=== per_clk_rst_sequencer ===
$ cat config.mk
export PLATFORM = sky130hd
export DESIGN_NAME = per_clk_rst_sequencer
export DESIGN_NICKNAME = d
export VERILOG_FILES = /design/src/rtl/per_clk_rst_sequencer.sv
export SDC_FILE = /design/constraint.sdc
export NUM_CORES = 1
export LEC_CHECK = 0
export CORE_MARGIN = 2
export CORE_UTILIZATION = 49
export DETAILED_ROUTE_END_ITERATION = 6
export GPL_TIMING_DRIVEN = 0
export PLACE_DENSITY = 0.8
export SLEW_MARGIN = 20
export SYNTH_ARGS = -nofsm -noshare
export SYNTH_HDL_FRONTEND = slang
export SYNTH_SLANG_ARGS = --single-unit
$ cat constraint.sdc
create_clock -name i_clk -period 3.65 [get_ports i_clk]
set_input_delay 0.9125 -clock i_clk [delete_from_list [all_inputs] [get_ports i_clk]]
set_output_delay 0.9125 -clock i_clk [all_outputs]
set_load 0.02 [all_outputs]
$ cat src/rtl/per_clk_rst_sequencer.sv
// Per-channel clock/reset sequencer: reset release -> clock-on delay -> run, with gapped kernel-source switching.
// Latency: clk_en rises RST_DELAY+1 cycles after reset release; a source change costs SWITCH_GAP+1 clock-off cycles.
// No backpressure; sft_rst wins over every other event. Optional idle gating via PER_CLK_RST_SEQ_IDLE_GATE_EN.
module per_clk_rst_sequencer #(
    parameter int NUM_CH      = 4,
    parameter int SEL_W       = 2,
    parameter int RST_DELAY   = 2,
    parameter int SWITCH_GAP  = 3,
    parameter int SEL_RST     = 0,
    parameter int IDLE_CYCLES = 8
) (
    input  logic                    i_clk,
    input  logic                    i_rst,
    input  logic [NUM_CH-1:0]       per_en,
    input  logic [NUM_CH-1:0]       sft_rst,
    input  logic [NUM_CH*SEL_W-1:0] sel_req,
    input  logic [NUM_CH-1:0]       ker_clk_req,
    output logic [NUM_CH-1:0]       clk_en,
    output logic [NUM_CH-1:0]       per_rst_n,
    output logic [NUM_CH*SEL_W-1:0] sel_out,
    output logic [NUM_CH-1:0]       busy
);

    typedef enum logic [1:0] {
        ST_RESET    = 2'd0,
        ST_WAIT_CLK = 2'd1,
        ST_RUN      = 2'd2,
        ST_SWITCH   = 2'd3
    } state_t;

    localparam logic [7:0]       RST_DELAY_C  = 8'(RST_DELAY);
    localparam logic [7:0]       SWITCH_GAP_C = 8'(SWITCH_GAP);
    localparam logic [SEL_W-1:0] SEL_RST_C    = SEL_W'(SEL_RST);

    state_t           state_q [NUM_CH];
    state_t           state_d [NUM_CH];
    logic [7:0]       cnt_q   [NUM_CH];
    logic [7:0]       cnt_d   [NUM_CH];
    logic [SEL_W-1:0] sel_q   [NUM_CH];
    logic [SEL_W-1:0] sel_d   [NUM_CH];
    logic [NUM_CH-1:0] idle_ok;

    always_ff @(posedge i_clk or posedge i_rst) begin
        if (i_rst) begin
            for (int i = 0; i < NUM_CH; i++) begin
                state_q[i] <= ST_RESET;
                cnt_q[i]   <= '0;
                sel_q[i]   <= SEL_RST_C;
            end
        end else begin
            for (int i = 0; i < NUM_CH; i++) begin
                state_q[i] <= state_d[i];
                cnt_q[i]   <= cnt_d[i];
                sel_q[i]   <= sel_d[i];
            end
        end
    end

    always_comb begin
        for (int i = 0; i < NUM_CH; i++) begin
            state_d[i] = state_q[i];
            cnt_d[i]   = cnt_q[i];
            sel_d[i]   = sel_q[i];
            unique case (state_q[i])
                ST_RESET: begin
                    if (!sft_rst[i]) begin
                        state_d[i] = ST_WAIT_CLK;
                        cnt_d[i]   = RST_DELAY_C;
                    end
                end
                ST_WAIT_CLK: begin
                    if (sft_rst[i]) begin
                        state_d[i] = ST_RESET;
                        cnt_d[i]   = '0;
                    end else if (cnt_q[i] == 8'd0) begin
                        state_d[i] = ST_RUN;
                    end else begin
                        cnt_d[i] = cnt_q[i] - 8'd1;
                    end
                end
                ST_RUN: begin
                    if (sft_rst[i]) begin
                        state_d[i] = ST_RESET;
                        cnt_d[i]   = '0;
                    end else if (sel_req[i*SEL_W +: SEL_W] != sel_q[i]) begin
                        state_d[i] = ST_SWITCH;
                        cnt_d[i]   = SWITCH_GAP_C;
                    end
                end
                ST_SWITCH: begin
                    // An abort leaves the old source in place; the new one is only taken on a clean exit.
                    if (sft_rst[i]) begin
                        state_d[i] = ST_RESET;
                        cnt_d[i]   = '0;
                    end else if (cnt_q[i] == 8'd0) begin
                        state_d[i] = ST_RUN;
                        sel_d[i]   = sel_req[i*SEL_W +: SEL_W];
                    end else begin
                        cnt_d[i] = cnt_q[i] - 8'd1;
                    end
                end
                default: begin
                    state_d[i] = ST_RESET;
                    cnt_d[i]   = '0;
                end
            endcase
        end
    end

    always_comb begin
        clk_en    = '0;
        per_rst_n = '0;
        busy      = '0;
        sel_out   = '0;
        for (int i = 0; i < NUM_CH; i++) begin
            per_rst_n[i]               = (state_q[i] != ST_RESET);
            busy[i]                    = (state_q[i] != ST_RUN);
            clk_en[i]                  = (state_q[i] == ST_RUN) && per_en[i] && idle_ok[i];
            sel_out[i*SEL_W +: SEL_W]  = sel_q[i];
        end
    end

`ifdef PER_CLK_RST_SEQ_IDLE_GATE_EN
    localparam logic [7:0] IDLE_C = 8'(IDLE_CYCLES);
    logic [7:0] idle_q [NUM_CH];

    always_ff @(posedge i_clk or posedge i_rst) begin
        if (i_rst) begin
            for (int i = 0; i < NUM_CH; i++) idle_q[i] <= '0;
        end else begin
            for (int i = 0; i < NUM_CH; i++) begin
                if (state_q[i] != ST_RUN || ker_clk_req[i]) begin
                    idle_q[i] <= '0;
                end else if (idle_q[i] != IDLE_C) begin
                    idle_q[i] <= idle_q[i] + 8'd1;
                end
            end
        end
    end

    // A fresh request bypasses the saturated counter so the clock returns in the same cycle.
    always_comb begin
        idle_ok = '0;
        for (int i = 0; i < NUM_CH; i++) begin
            idle_ok[i] = ker_clk_req[i] || (idle_q[i] != IDLE_C);
        end
    end
`else
    logic unused_ker_clk_req;
    assign unused_ker_clk_req = ^ker_clk_req;
    assign idle_ok            = '1;
`endif

endmodule
==> flow_summary.toml <==
# flow metrics
[power_and_ir_drop]
p_comb_share_pct = 52.7
p_clk_mw = 0.329

[global_routing]
grt_pass1_wl_um = 10200
first_global_vias = 2414
largest_net_degree_at_the_start_of_global_routing = 36

[worst_hold_path]
worst_hold_path.endpoint = "cnt_q[22]$_DFFE_PP0P_"

[layout]
layout-drive-gt1-share_pct = 9.68
final_cell_area_um2 = 3390
final_cells = 413
most-common-layout-cells = "dfrtp_1, clkdlybuf4s50_1, nor2_1"

[synthesis]
synth_seq_share_pct = 42.6
ys_warn_count = 0
nets_in_the_synthesized_netlist = 323
yosys_most_used_dff = "dfrtp_1"

[worst_setup_path]
rr_startpoint = "cnt_q[24]$_DFFE_PP0P_"
crit_type = "in2out"
critical_path_depth = 3
source_of_the_critical_timing_path = "per_en[3]"
cp_common_cell = "clkdlybuf4s50_1"
critical-path-slowest-cell = "clkdlybuf4s50_1"

[sta]
fmaxAchievable_mhz = 330
report.final.setup_viol = 0

[cts]
cts-resized-gates = 0

[floorplan]
fp.dieH_um = 79.8

[detailed_routing]
wl_met3_um = 232
route.detailed.wl_per_inst_um = 14.5

[run_status]
run_status = "finished clean"

[job]
tool_warnings = 32
[final cells by class]
| class | count | area [um^2] | share of cell area, % |
|---|---|---|---|
| Timing Repair Buffer | 38 | 390 | 11.5 |
| Clock buffer | 8 | 90.1 | 2.66 |
| Buffer | 11 | 42.5 | 1.26 |
| Multi-Input combinational cell | 218 | 1510 | 44.4 |
| Inverter | 18 | 67.6 | 1.99 |
| Sequential cell | 48 | 1200 | 35.5 |
| Tap cell | 72 | 90.1 | 2.66 |
[flip-flops by register name, indices dropped and copies added (netlist names)]
name,cells
cnt_q,32
sel_out,8
state_q,8
[kinds of logic (layout without fill, tap and decap cells)]
family | Yosys count | in the layout | synth area share (%)
DFF | 48 | 48 | 42.6
and+or+nand+nor | 116 | 116 | 24.8
adders and majority gates | 6 | 6 | 2.67
buffers and inverters | 29 | 75 | 3.91
AOI/OAI and AO/OA | 72 | 72 | 17.5
muxes | 16 | 16 | 6.04
xor gates and xnor gates | 8 | 8 | 2.49
[worst register-to-register path, stage by stage, from the launching register on]
cell,delay [ns]
dfrtp_1,0.42
inv_1,0.11
ha_1,0.22
or3b_2,0.48
nor4b_2,0.36
buf_2,0.29
nand2_1,0.11
mux2_2,0.28
per_clk_rst_sequencer, routing congestion map:
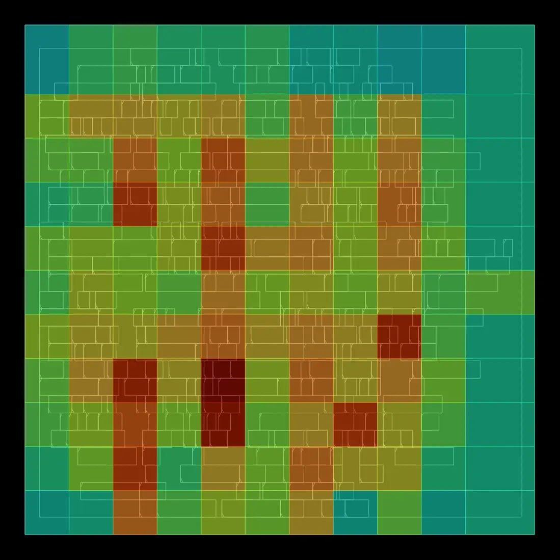
Global Route Usage Sum: 19.7%
met3 GRT Util: 4.19%
met1 Use GR: 24.3%


=== gbt_frame_rx_flat ===
gbt_frame_rx_flat, placement density heat map:
Drawn at 2 px/um. 9 x 13 tiles, from white (low) to dark blue (high), 0 to 100% covered.
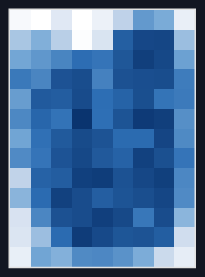
gbt_frame_rx_flat, routed clock nets over the placement:
Drawn at 4 px/um.
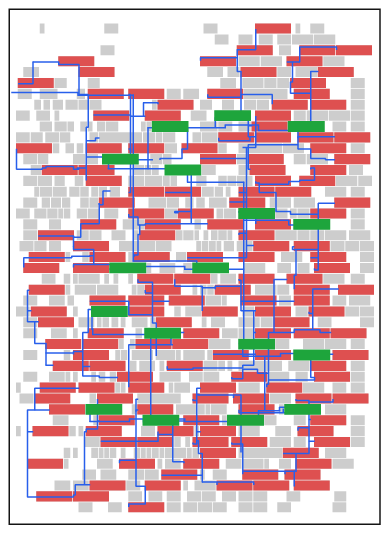
gbt_frame_rx_flat, routing congestion map:
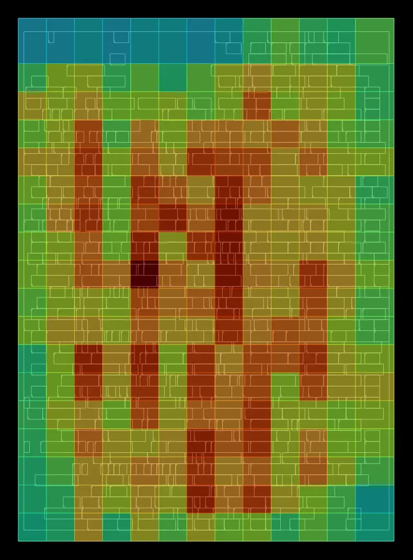
===== src/rtl/gbt_frame_rx_if.sv =====
// gbt_frame_rx_if: bundles the elink word stream and the decoded request/status
// outputs of gbt_frame_rx.
//   gbt_rx_data_i  16        [15:12] TTC {l1a, calpulse, resync, bc0}, [11:0] payload
//   req_en_o       1         one-cycle write request strobe
//   req_addr_o     ADDR_W    request address, held until the next request
//   req_data_o     DATA_W    request data, held until the next request
//   locked_o       1         frame alignment acquired
//   err_cnt_o      ERR_CNT_W saturating frame error count
//   l1a_o, calpulse_o, resync_o, bc0_o   registered TTC decode
// Modports: master = receiver side (gbt_frame_rx), slave = stream source / request consumer.
interface gbt_frame_rx_if #(
  parameter int unsigned ADDR_W    = 32,
  parameter int unsigned DATA_W    = 32,
  parameter int unsigned ERR_CNT_W = 16
) ();
  logic [15:0]          gbt_rx_data_i;
  logic                 req_en_o;
  logic [ADDR_W-1:0]    req_addr_o;
  logic [DATA_W-1:0]    req_data_o;
  logic                 locked_o;
  logic [ERR_CNT_W-1:0] err_cnt_o;
  logic                 l1a_o;
  logic                 calpulse_o;
  logic                 resync_o;
  logic                 bc0_o;

  modport master (
    input  gbt_rx_data_i,
    output req_en_o, req_addr_o, req_data_o, locked_o, err_cnt_o,
    output l1a_o, calpulse_o, resync_o, bc0_o
  );

  modport slave (
    output gbt_rx_data_i,
    input  req_en_o, req_addr_o, req_data_o, locked_o, err_cnt_o,
    input  l1a_o, calpulse_o, resync_o, bc0_o
  );
endinterface


===== src/rtl/gbt_frame_rx.sv =====
// gbt_frame_rx: parses the 16-bit-per-BX GBT downlink word stream into register
// write requests. Frame: BEGIN {wr_valid, wr_en, 2'b00, addr[MSB byte]},
// N_ADDR_WORDS x 12-bit address words (MSW first), N_DATA_WORDS data words
// (MSW first, first word contributes [7:0] only), END (payload == FRAME_END).
// Lock is declared after LOCK_FRAMES consecutive good frames; requests are only
// issued while locked. Bad END words bump a saturating error counter and
// send the parser back to hunting for a frame-end word.
//
// Ports:
//   ttc_clk_40_i  40 MHz TTC clock, rising edge
//   reset_i       asynchronous active-high reset
//   bus           gbt_frame_rx_if.master (stream in, request/status/TTC out)
//
// Optional feature, macro GBT_FRAME_RX_TTC_EN: when defined, the four TTC bits
// are registered onto l1a_o/calpulse_o/resync_o/bc0_o, and a registered resync
// forces the parser back to hunt and drops lock. When undefined those outputs
// are tied low and resync has no effect.
module gbt_frame_rx #(
  parameter int unsigned N_ADDR_WORDS = 2,
  parameter int unsigned N_DATA_WORDS = 3,
  parameter logic [11:0] FRAME_END    = 12'hABC,
  parameter int unsigned LOCK_FRAMES  = 2,
  parameter int unsigned ERR_CNT_W    = 16,
  localparam int unsigned ADDR_W      = 8 + 12 * N_ADDR_WORDS,
  localparam int unsigned DATA_W      = 12 * N_DATA_WORDS - 4
) (
  input  logic           ttc_clk_40_i,
  input  logic           reset_i,
  gbt_frame_rx_if.master bus
);

  localparam int unsigned MaxWords = (N_ADDR_WORDS > N_DATA_WORDS) ? N_ADDR_WORDS : N_DATA_WORDS;
  localparam int unsigned CntW     = (MaxWords > 1) ? $clog2(MaxWords) : 1;

  localparam logic [CntW-1:0] AddrLast = CntW'(N_ADDR_WORDS - 1);
  localparam logic [CntW-1:0] DataLast = CntW'(N_DATA_WORDS - 1);
  localparam logic [3:0]      LockCnt  = 4'(LOCK_FRAMES);

  typedef enum logic [2:0] {
    StHunt,
    StBegin,
    StAddr,
    StData,
    StEnd
  } state_e;

  state_e               state_q, state_d;
  logic [CntW-1:0]      cnt_q, cnt_d;
  logic [ADDR_W-1:0]    addr_sh_q, addr_sh_d;
  logic [DATA_W-1:0]    data_sh_q, data_sh_d;
  logic                 wr_valid_q, wr_valid_d;
  logic                 wr_en_q, wr_en_d;
  logic [3:0]           good_cnt_q, good_cnt_d;
  logic                 locked_q, locked_d;
  logic [ERR_CNT_W-1:0] err_cnt_q, err_cnt_d;
  logic                 req_en_q, req_en_d;
  logic [ADDR_W-1:0]    req_addr_q, req_addr_d;
  logic [DATA_W-1:0]    req_data_q, req_data_d;

  logic [11:0]          payload;
  logic                 end_match;
  logic [ADDR_W-1:0]    addr_shifted;
  logic [DATA_W-1:0]    data_shifted;
  logic                 resync_hit;

  assign payload      = bus.gbt_rx_data_i[11:0];
  assign end_match    = (payload == FRAME_END);
  assign addr_shifted = {addr_sh_q[ADDR_W-13:0], payload};

  // A single data word yields only 8 bits, so there is nothing to shift into.
  if (DATA_W > 12) begin : g_data_shift
    assign data_shifted = {data_sh_q[DATA_W-13:0], payload};
  end else begin : g_data_narrow
    assign data_shifted = payload[DATA_W-1:0];
  end

`ifdef GBT_FRAME_RX_TTC_EN
  logic [3:0] ttc_q;

  always_ff @(posedge ttc_clk_40_i or posedge reset_i) begin
    if (reset_i) begin
      ttc_q <= 4'b0000;
    end else begin
      ttc_q <= bus.gbt_rx_data_i[15:12];
    end
  end

  assign bus.l1a_o      = ttc_q[3];
  assign bus.calpulse_o = ttc_q[2];
  assign bus.resync_o   = ttc_q[1];
  assign bus.bc0_o      = ttc_q[0];
  assign resync_hit     = ttc_q[1];
`else
  logic unused_ttc;

  assign unused_ttc     = ^bus.gbt_rx_data_i[15:12];
  assign bus.l1a_o      = 1'b0;
  assign bus.calpulse_o = 1'b0;
  assign bus.resync_o   = 1'b0;
  assign bus.bc0_o      = 1'b0;
  assign resync_hit     = 1'b0;
`endif

  always_comb begin
    state_d    = state_q;
    cnt_d      = cnt_q;
    addr_sh_d  = addr_sh_q;
    data_sh_d  = data_sh_q;
    wr_valid_d = wr_valid_q;
    wr_en_d    = wr_en_q;
    good_cnt_d = good_cnt_q;
    // Lock follows the good-frame counter one cycle later.
    locked_d   = (good_cnt_q == LockCnt);
    err_cnt_d  = err_cnt_q;
    req_en_d   = 1'b0;
    req_addr_d = req_addr_q;
    req_data_d = req_data_q;

    if (resync_hit) begin
      state_d    = StHunt;
      cnt_d      = '0;
      good_cnt_d = 4'd0;
      locked_d   = 1'b0;
    end else begin
      unique case (state_q)
        StHunt: begin
          if (end_match) begin
            state_d = StBegin;
          end
        end

        StBegin: begin
          wr_valid_d = payload[11];
          wr_en_d    = payload[10];
          addr_sh_d  = ADDR_W'(payload[7:0]);
          cnt_d      = '0;
          state_d    = StAddr;
        end

        StAddr: begin
          addr_sh_d = addr_shifted;
          if (cnt_q == AddrLast) begin
            cnt_d   = '0;
            state_d = StData;
          end else begin
            cnt_d = cnt_q + 1'b1;
          end
        end

        StData: begin
          data_sh_d = (cnt_q == '0) ? DATA_W'(payload[7:0]) : data_shifted;
          if (cnt_q == DataLast) begin
            cnt_d   = '0;
            state_d = StEnd;
          end else begin
            cnt_d = cnt_q + 1'b1;
          end
        end

        StEnd: begin
          if (end_match) begin
            if (good_cnt_q != LockCnt) begin
              good_cnt_d = good_cnt_q + 4'd1;
            end
            // Only frames seen while already locked may write.
            if (locked_q && wr_valid_q && wr_en_q) begin
              req_en_d   = 1'b1;
              req_addr_d = addr_sh_q;
              req_data_d = data_sh_q;
            end
            state_d = StBegin;
          end else begin
            if (err_cnt_q != '1) begin
              err_cnt_d = err_cnt_q + 1'b1;
            end
            good_cnt_d = 4'd0;
            state_d    = StHunt;
          end
        end

        default: state_d = StHunt;
      endcase
    end
  end

  always_ff @(posedge ttc_clk_40_i or posedge reset_i) begin
    if (reset_i) begin
      state_q    <= StHunt;
      cnt_q      <= '0;
      addr_sh_q  <= '0;
      data_sh_q  <= '0;
      wr_valid_q <= 1'b0;
      wr_en_q    <= 1'b0;
      good_cnt_q <= 4'd0;
      locked_q   <= 1'b0;
      err_cnt_q  <= '0;
      req_en_q   <= 1'b0;
      req_addr_q <= '0;
      req_data_q <= '0;
    end else begin
      state_q    <= state_d;
      cnt_q      <= cnt_d;
      addr_sh_q  <= addr_sh_d;
      data_sh_q  <= data_sh_d;
      wr_valid_q <= wr_valid_d;
      wr_en_q    <= wr_en_d;
      good_cnt_q <= good_cnt_d;
      locked_q   <= locked_d;
      err_cnt_q  <= err_cnt_d;
      req_en_q   <= req_en_d;
      req_addr_q <= req_addr_d;
      req_data_q <= req_data_d;
    end
  end

  assign bus.req_en_o   = req_en_q;
  assign bus.req_addr_o = req_addr_q;
  assign bus.req_data_o = req_data_q;
  assign bus.locked_o   = locked_q;
  assign bus.err_cnt_o  = err_cnt_q;

endmodule


===== src/flat_wrapper.sv =====
// flat-port wrapper written by rule: the top's interface ports become plain ports
module gbt_frame_rx_flat 
#(
  parameter int unsigned N_ADDR_WORDS = 2,
  parameter int unsigned N_DATA_WORDS = 3,
  parameter logic [11:0] FRAME_END    = 12'hABC,
  parameter int unsigned LOCK_FRAMES  = 2,
  parameter int unsigned ERR_CNT_W    = 16,
  localparam int unsigned ADDR_W      = 8 + 12 * N_ADDR_WORDS,
  localparam int unsigned DATA_W      = 12 * N_DATA_WORDS - 4
)
  (ttc_clk_40_i, reset_i, bus_gbt_rx_data_i, bus_req_en_o, bus_req_addr_o, bus_req_data_o, bus_locked_o, bus_err_cnt_o, bus_l1a_o, bus_calpulse_o, bus_resync_o, bus_bc0_o);
  gbt_frame_rx_if #(.ADDR_W(32), .DATA_W(32), .ERR_CNT_W(ERR_CNT_W)) bus_i ();
  input  logic ttc_clk_40_i;
  input  logic reset_i;
  input wire logic [$bits(bus_i.gbt_rx_data_i)-1:0] bus_gbt_rx_data_i;
  output wire logic [$bits(bus_i.req_en_o)-1:0] bus_req_en_o;
  output wire logic [$bits(bus_i.req_addr_o)-1:0] bus_req_addr_o;
  output wire logic [$bits(bus_i.req_data_o)-1:0] bus_req_data_o;
  output wire logic [$bits(bus_i.locked_o)-1:0] bus_locked_o;
  output wire logic [$bits(bus_i.err_cnt_o)-1:0] bus_err_cnt_o;
  output wire logic [$bits(bus_i.l1a_o)-1:0] bus_l1a_o;
  output wire logic [$bits(bus_i.calpulse_o)-1:0] bus_calpulse_o;
  output wire logic [$bits(bus_i.resync_o)-1:0] bus_resync_o;
  output wire logic [$bits(bus_i.bc0_o)-1:0] bus_bc0_o;
  assign bus_i.gbt_rx_data_i = bus_gbt_rx_data_i;
  assign bus_req_en_o = bus_i.req_en_o;
  assign bus_req_addr_o = bus_i.req_addr_o;
  assign bus_req_data_o = bus_i.req_data_o;
  assign bus_locked_o = bus_i.locked_o;
  assign bus_err_cnt_o = bus_i.err_cnt_o;
  assign bus_l1a_o = bus_i.l1a_o;
  assign bus_calpulse_o = bus_i.calpulse_o;
  assign bus_resync_o = bus_i.resync_o;
  assign bus_bc0_o = bus_i.bc0_o;
  gbt_frame_rx #(.N_ADDR_WORDS(N_ADDR_WORDS), .N_DATA_WORDS(N_DATA_WORDS), .FRAME_END(FRAME_END), .LOCK_FRAMES(LOCK_FRAMES), .ERR_CNT_W(ERR_CNT_W)) u_core (.ttc_clk_40_i(ttc_clk_40_i), .reset_i(reset_i), .bus(bus_i));
endmodule

===== config.mk =====
export PLATFORM = sky130hd
export DESIGN_NAME = gbt_frame_rx_flat
export DESIGN_NICKNAME = d
export VERILOG_FILES = /design/src/rtl/gbt_frame_rx_if.sv /design/src/rtl/gbt_frame_rx.sv /design/src/flat_wrapper.sv
export SDC_FILE = /design/constraint.sdc
export NUM_CORES = 1
export LEC_CHECK = 0
export CORE_ASPECT_RATIO = 1.4
export CORE_UTILIZATION = 57
export CTS_CLUSTER_SIZE = 10
export DETAILED_ROUTE_END_ITERATION = 7
export PLACE_DENSITY = 0.84
export SLEW_MARGIN = 10
export SYNTH_ARGS = -nofsm -noshare
export SYNTH_HDL_FRONTEND = slang
export SYNTH_SLANG_ARGS = --single-unit

===== constraint.sdc =====
create_clock -name ttc_clk_40_i -period 10.74 [get_ports ttc_clk_40_i]
set_input_delay 1.611 -clock ttc_clk_40_i [delete_from_list [all_inputs] [get_ports ttc_clk_40_i]]
set_output_delay 1.611 -clock ttc_clk_40_i [all_outputs]
set_load 0.02 [all_outputs]

==> flow_summary.toml <==
# flow metrics
[sta]
min_period_over_period_pct = 38.9
hold_violations = 0
setup_tns_ns = 0
finalWorstSetupSlack_ns = 6.56

[worst_setup_path]
rr_startpoint = "u_core.state_q[0]$_DFFE_PP0P_"
crit_type = "in2reg"
cp-end-kind = "flip-flop"
source_of_the_critical_timing_path = "bus_gbt_rx_data_i[10]"

[power_and_ir_drop]
sequentialPower_mw = 0.731
comb_cell_power_mw = 0.182
worst_ir_drop_on_vdd_mv = 0.140
maxPowerGroup = "registers"
power_per_cell_area_nw_per_um2 = 195

[synthesis]
ys_sh_simple_pct = 7.94
ys_top_logic_family = "multiplexers"
synthCells = 476
number_of_flops_mapped_to_enable_cells_by_yosys = 0

[worst_hold_path]
worst_hold_path.endpoint = "u_core.data_sh_q[23]$_DFFE_PP0N_"

[detailed_routing]
antenna_left = 0
wl_met2_um = 7090
drcViolationCount = 0

[run_status]
run_status = "finished clean"

[place]
dp_slack_ns = 6.22

[cts]
cts_max_path_buffers = 2
clkTransAtPathRegs_ns = 0.06
cts.root.buffer_cell = "clkbuf_16"

[floorplan]
fp_util_pct = 59.2
die_w_um = 92.3

[layout]
nNetsFinal = 584
About 'placement density heat map' of gbt_frame_rx_flat:
emptiest ninth of the die: upper left
tiles over 75% full: 51%
fullest tile: 99%
mean over tiles: 67%
nearly empty tiles: 2.6%

About 'routed clock nets over the placement' of gbt_frame_rx_flat:
legend:
  green:
    item: clock-net drivers
    count: 17
  red:
    item: flip-flops
    count: 157
  blue:
    item: clock wires
    length: 1730 um
routed clock nets: 18
Insertion Delay late pin: 0.42 ns
proportion of power drawn by the clock network: 42.4%
Clock group: 0.670 mW
setup skew after layout: 0.00872 ns

About 'routing congestion map' of gbt_frame_rx_flat:
per-cell routed wire length: 19.1 um
Global Route Usage Sum: 25.3%
M2 GR Usage: 41.3%

[Yosys cell counts (2+ instances only)]
master,count
or2_2,2
dfrtp_1,157
a211oi_1,10
mux2_2,34
buf_12,5
nor2_1,2
nand2_1,57
and4_1,3
nor4_1,2
ha_1,3
a21oi_1,6
clkbuf_1,19
o21ai_0,28
and3_1,3
buf_2,2
xor2_1,17
nor2b_1,2
or3_1,2
nand4_1,7
a22o_1,24
mux2_4,49
inv_1,5
nor3b_1,2
nor3_1,4
buf_1,3
buf_4,4
nand3_1,7
nand2b_1,3
[registers in the layout (all words and copies together) (netlist names)]
| signal | count |
|---|---|
| u_core.addr_sh_q | 32 |
| u_core.bus.req_addr_o | 32 |
| u_core.bus.req_data_o | 32 |
| u_core.data_sh_q | 32 |
| u_core.bus.err_cnt_o | 16 |
| u_core.good_cnt_q | 4 |
| u_core.state_q | 3 |
| u_core.cnt_q | 2 |
| u_core.bus.locked_o | 1 |
| u_core.bus.req_en_o | 1 |
| u_core.wr_en_q | 1 |
| u_core.wr_valid_q | 1 |
[final cells by class]
cell class	instances	area share, %
clock buffer	20	5.51
multi-input combinational	283	28.9
clock inverter	11	2.65
timing repair buffer	99	12.1
inverter	5	0.293
tap	141	2.17
sequential	157	48.4

=== clk_div_ctrl ===
clk_div_ctrl, routed clock nets over the placement:
Drawn at 4 px/um.
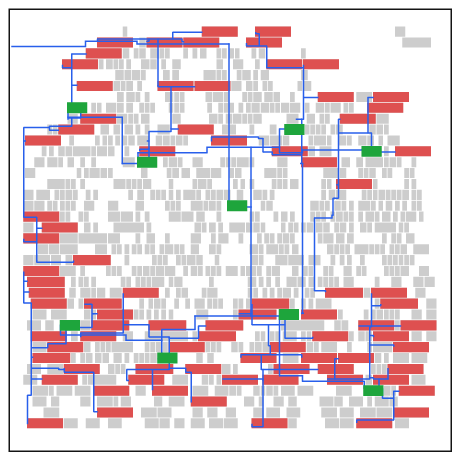
--- src/rtl/clk_div_ctrl.sv ---
// Programmable clock divider: divided clock plus an aligned rising-edge tick from clk_50.
// clk_out/tick registered, rising one edge after enable is seen in OFF; new ratios apply only on rising edges.
// Single-entry config slot: cfg_ready drops while a ratio is pending, further offers are ignored.
module clk_div_ctrl #(
    parameter int unsigned DIV_W       = 26,
    parameter int unsigned DEFAULT_DIV = 25_000_000
) (
    input  logic             clk_50,
    input  logic             rst_n,
    input  logic             enable,
    input  logic             cfg_valid,
    input  logic [DIV_W-1:0] cfg_div,
    output logic             cfg_ready,
    output logic             clk_out,
    output logic             tick,
    output logic             busy,
    output logic [DIV_W-1:0] active_div
);

    typedef enum logic [1:0] {OFF, RUN, STOP} state_t;

    state_t             state_q, state_d;
    logic [DIV_W-1:0]   cnt_q, cnt_d;
    logic [DIV_W-1:0]   div_act_q, div_act_d;
    logic [DIV_W-1:0]   pend_div_q, pend_div_d;
    logic               pend_vld_q, pend_vld_d;
    logic               clk_out_q, clk_out_d;
    logic               tick_q, tick_d;
    logic               tc;
    logic               apply;

    assign tc = (cnt_q == div_act_q - DIV_W'(1));

    always_comb begin
        state_d    = state_q;
        cnt_d      = cnt_q;
        div_act_d  = div_act_q;
        pend_div_d = pend_div_q;
        pend_vld_d = pend_vld_q;
        clk_out_d  = clk_out_q;
        tick_d     = 1'b0;
        apply      = 1'b0;

        case (state_q)
            OFF: begin
                cnt_d     = '0;
                clk_out_d = 1'b0;
                apply     = pend_vld_q;
                if (enable) begin
                    state_d   = RUN;
                    clk_out_d = 1'b1;
                    tick_d    = 1'b1;
                end
            end
            RUN, STOP: begin
                // Re-enabling during STOP behaves exactly like RUN, so the waveform is seamless.
                if (state_q == RUN && !enable) state_d = STOP;
                if (state_q == STOP && enable) state_d = RUN;
                if (tc) begin
                    cnt_d = '0;
                    apply = !clk_out_q && pend_vld_q;
                    if (clk_out_q) begin
                        clk_out_d = 1'b0;
                    end else if (state_q == RUN || enable) begin
                        clk_out_d = 1'b1;
                        tick_d    = 1'b1;
                    end else begin
                        state_d = OFF;
                    end
                end else begin
                    cnt_d = cnt_q + DIV_W'(1);
                end
            end
            default: state_d = OFF;
        endcase

        if (apply) begin
            div_act_d  = pend_div_q;
            pend_vld_d = 1'b0;
        end
        // Accept and apply are mutually exclusive: apply needs a pending ratio, accept needs none.
        if (cfg_valid && !pend_vld_q) begin
            pend_div_d = (cfg_div == '0) ? DIV_W'(1) : cfg_div;
            pend_vld_d = 1'b1;
        end
    end

    always_ff @(posedge clk_50 or negedge rst_n) begin
        if (!rst_n) begin
            state_q    <= OFF;
            cnt_q      <= '0;
            div_act_q  <= DIV_W'(DEFAULT_DIV);
            pend_div_q <= '0;
            pend_vld_q <= 1'b0;
            clk_out_q  <= 1'b0;
            tick_q     <= 1'b0;
        end else begin
            state_q    <= state_d;
            cnt_q      <= cnt_d;
            div_act_q  <= div_act_d;
            pend_div_q <= pend_div_d;
            pend_vld_q <= pend_vld_d;
            clk_out_q  <= clk_out_d;
            tick_q     <= tick_d;
        end
    end

    assign cfg_ready  = !pend_vld_q;
    assign clk_out    = clk_out_q;
    assign tick       = tick_q;
    assign busy       = (state_q != OFF);
    assign active_div = div_act_q;

endmodule
--- config.mk ---
export PLATFORM = sky130hd
export DESIGN_NAME = clk_div_ctrl
export DESIGN_NICKNAME = d
export VERILOG_FILES = /design/src/rtl/clk_div_ctrl.sv
export SDC_FILE = /design/constraint.sdc
export NUM_CORES = 1
export LEC_CHECK = 0
export ABC_AREA = 1
export CORE_MARGIN = 3
export CORE_UTILIZATION = 50
export CTS_CLUSTER_DIAMETER = 40
export DETAILED_ROUTE_END_ITERATION = 10
export PLACE_DENSITY = 0.77
export SYNTH_ARGS = -nofsm -noshare
export SYNTH_HDL_FRONTEND = slang
export SYNTH_SLANG_ARGS = --single-unit
--- constraint.sdc ---
create_clock -name clk_50 -period 2.89 [get_ports clk_50]
set_input_delay 0.4335 -clock clk_50 [delete_from_list [all_inputs] [get_ports clk_50]]
set_output_delay 0.4335 -clock clk_50 [all_outputs]
set_load 0.1 [all_outputs]
==> flow_summary.toml <==
# flow metrics
[floorplan]
tapcell.inserted = 136
fp.dieH_um = 110

[synthesis]
post_synth_xor_area_fraction_pct = 4.04
synthesis.area_per_instance_um2 = 7.10
ys_sh_adder_pct = 1.38
nets_in_the_synthesized_netlist = 800
mux_area_share_pct = 4.36

[global_routing]
m2_gr_usage_pct = 44.9
largest_net_degree_at_the_start_of_global_routing = 84
total_grt_overflow = 0
global_route_usage_sum_pct = 26.5
first_global_vias = 5145

[power_and_ir_drop]
p_clk_mw = 0.989
power.leakage_nw = 3.13
clock_power_share_pct = 12.6
switching_fraction_of_total_power_pct = 55.9
p_comb_share_pct = 60.1
worst_ir_drop_on_vdd_mv = 1.09
power_per_cell_area_nw_per_um2 = 1210

[cts]
clkTransAtPathRegs_ns = 0.09
cts-resized-gates = 0
cts_max_path_buffers = 2

[layout]
comb_area_share_pct = 46.5
layout-drive-gt1-share_pct = 15.0
nNetsFinal = 872
final_cell_area_um2 = 6470
register_share_of_the_cell_area_pct = 32.3
final_util_pct = 62.1

[detailed_routing]
dr.pass1.iters = 5
highest_metal_used = "met4"
dr.first_iter.drc_count = 415

[run_status]
run_status = "finished clean"

[worst_setup_path]
required_time_worst_endpoint_ns = 3.13
cp-end-kind = "flip-flop"
critical_path_arrival_ns = 2.89
worst_path_dominant_cell_family = "simple AND/OR/NAND/NOR gates"

[sta]
min_period_over_period_pct = 91.8
whs_ns = 0.0658
finalWorstSetupSlack_ns = 0.238
Notes on 'routed clock nets over the placement' of clk_div_ctrl above:
legend:
  red:
    item: flip-flops
    count: 83
  green:
    item: clock-net drivers
    count: 9
  blue:
    item: clock wires
    length: 1130 um
flops lie: all over the die
routed clock nets: 10

[how the worst min path moves through the flow]
stage | start | endpoint | slack, ns
after floorplan | rst_n | active_div[0]$_DFFE_PN0P_ | 0.14
after global placement | pend_div_q[13]$_DFFE_PN0P_ | pend_div_q[13]$_DFFE_PN0P_ | 0.48
after detailed placement | pend_div_q[13]$_DFFE_PN0P_ | pend_div_q[13]$_DFFE_PN0P_ | 0.48
after CTS | rst_n | cnt_q[6]$_DFFE_PN0P_ | 0.07
after global routing | rst_n | cnt_q[8]$_DFFE_PN0P_ | 0.08
final | rst_n | cnt_q[8]$_DFFE_PN0P_ | 0.07
[cell usage in the layout (no fill, tap or decap), drive strengths merged, types with 6 or more instances in the layout]
master	netlist	final
a21oi	8	8
buf	7	51
clkbuf	13	10
clkdlybuf4s50	0	28
dfrtp	71	71
dfstp	12	12
ha	6	6
inv	76	78
mux2	21	21
nand2	245	247
nand3	73	73
nand4	40	40
nor2	102	102
nor4	9	9
o21ai	33	33
xnor2	13	13
xor2	12	12
[sequential cells by signal, indices dropped and copies added, names as in the netlist]
register and flops:
active_div 26, cnt_q 26, pend_div_q 26, state_q 2
clk_out 1, pend_vld_q 1, tick 1


==> layout pictures side by side <==
Floorplan with the power grid.
shot_01.png
Drawn at 4 px/um. Pins as bars on the die edge.
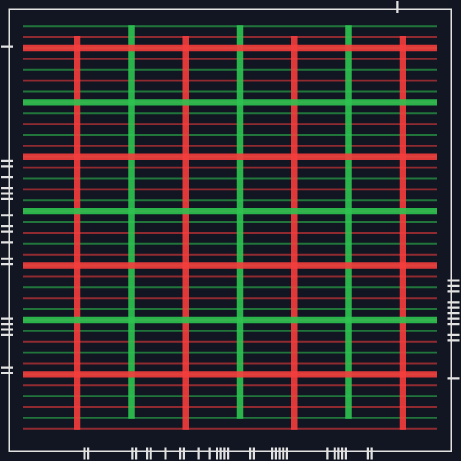
shot_02.png
Drawn at 6 px/um. Pins as bars on the die edge.
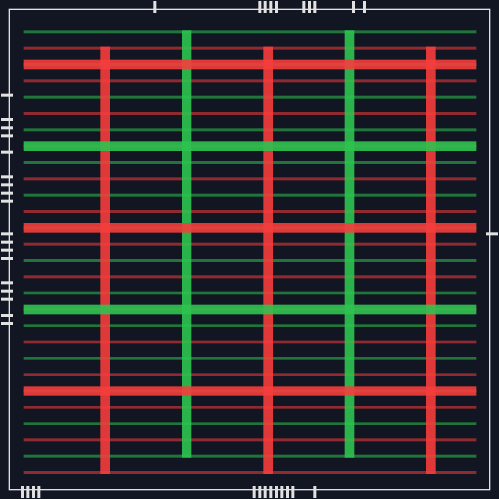
shot_03.png
Drawn at 4 px/um. Pins as bars on the die edge.
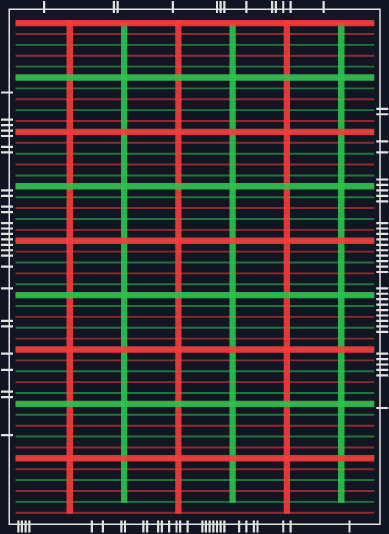
Of these, most pins: shot_03.png
Of these, fewest pins: shot_02.png
| from | picture |
|---|---|
| clk_div_ctrl | shot_01.png |
| gbt_frame_rx_flat | shot_03.png |
| per_clk_rst_sequencer | shot_02.png |

Key to shot_01.png:
legend:
  green:
    net: VDD
  red:
    net: VSS
met1 rails: 38
signal pins: 60
met5 straps: 7
met4 straps: 7

Power figures rest on the tool's default switching activity, not on a simulated workload.
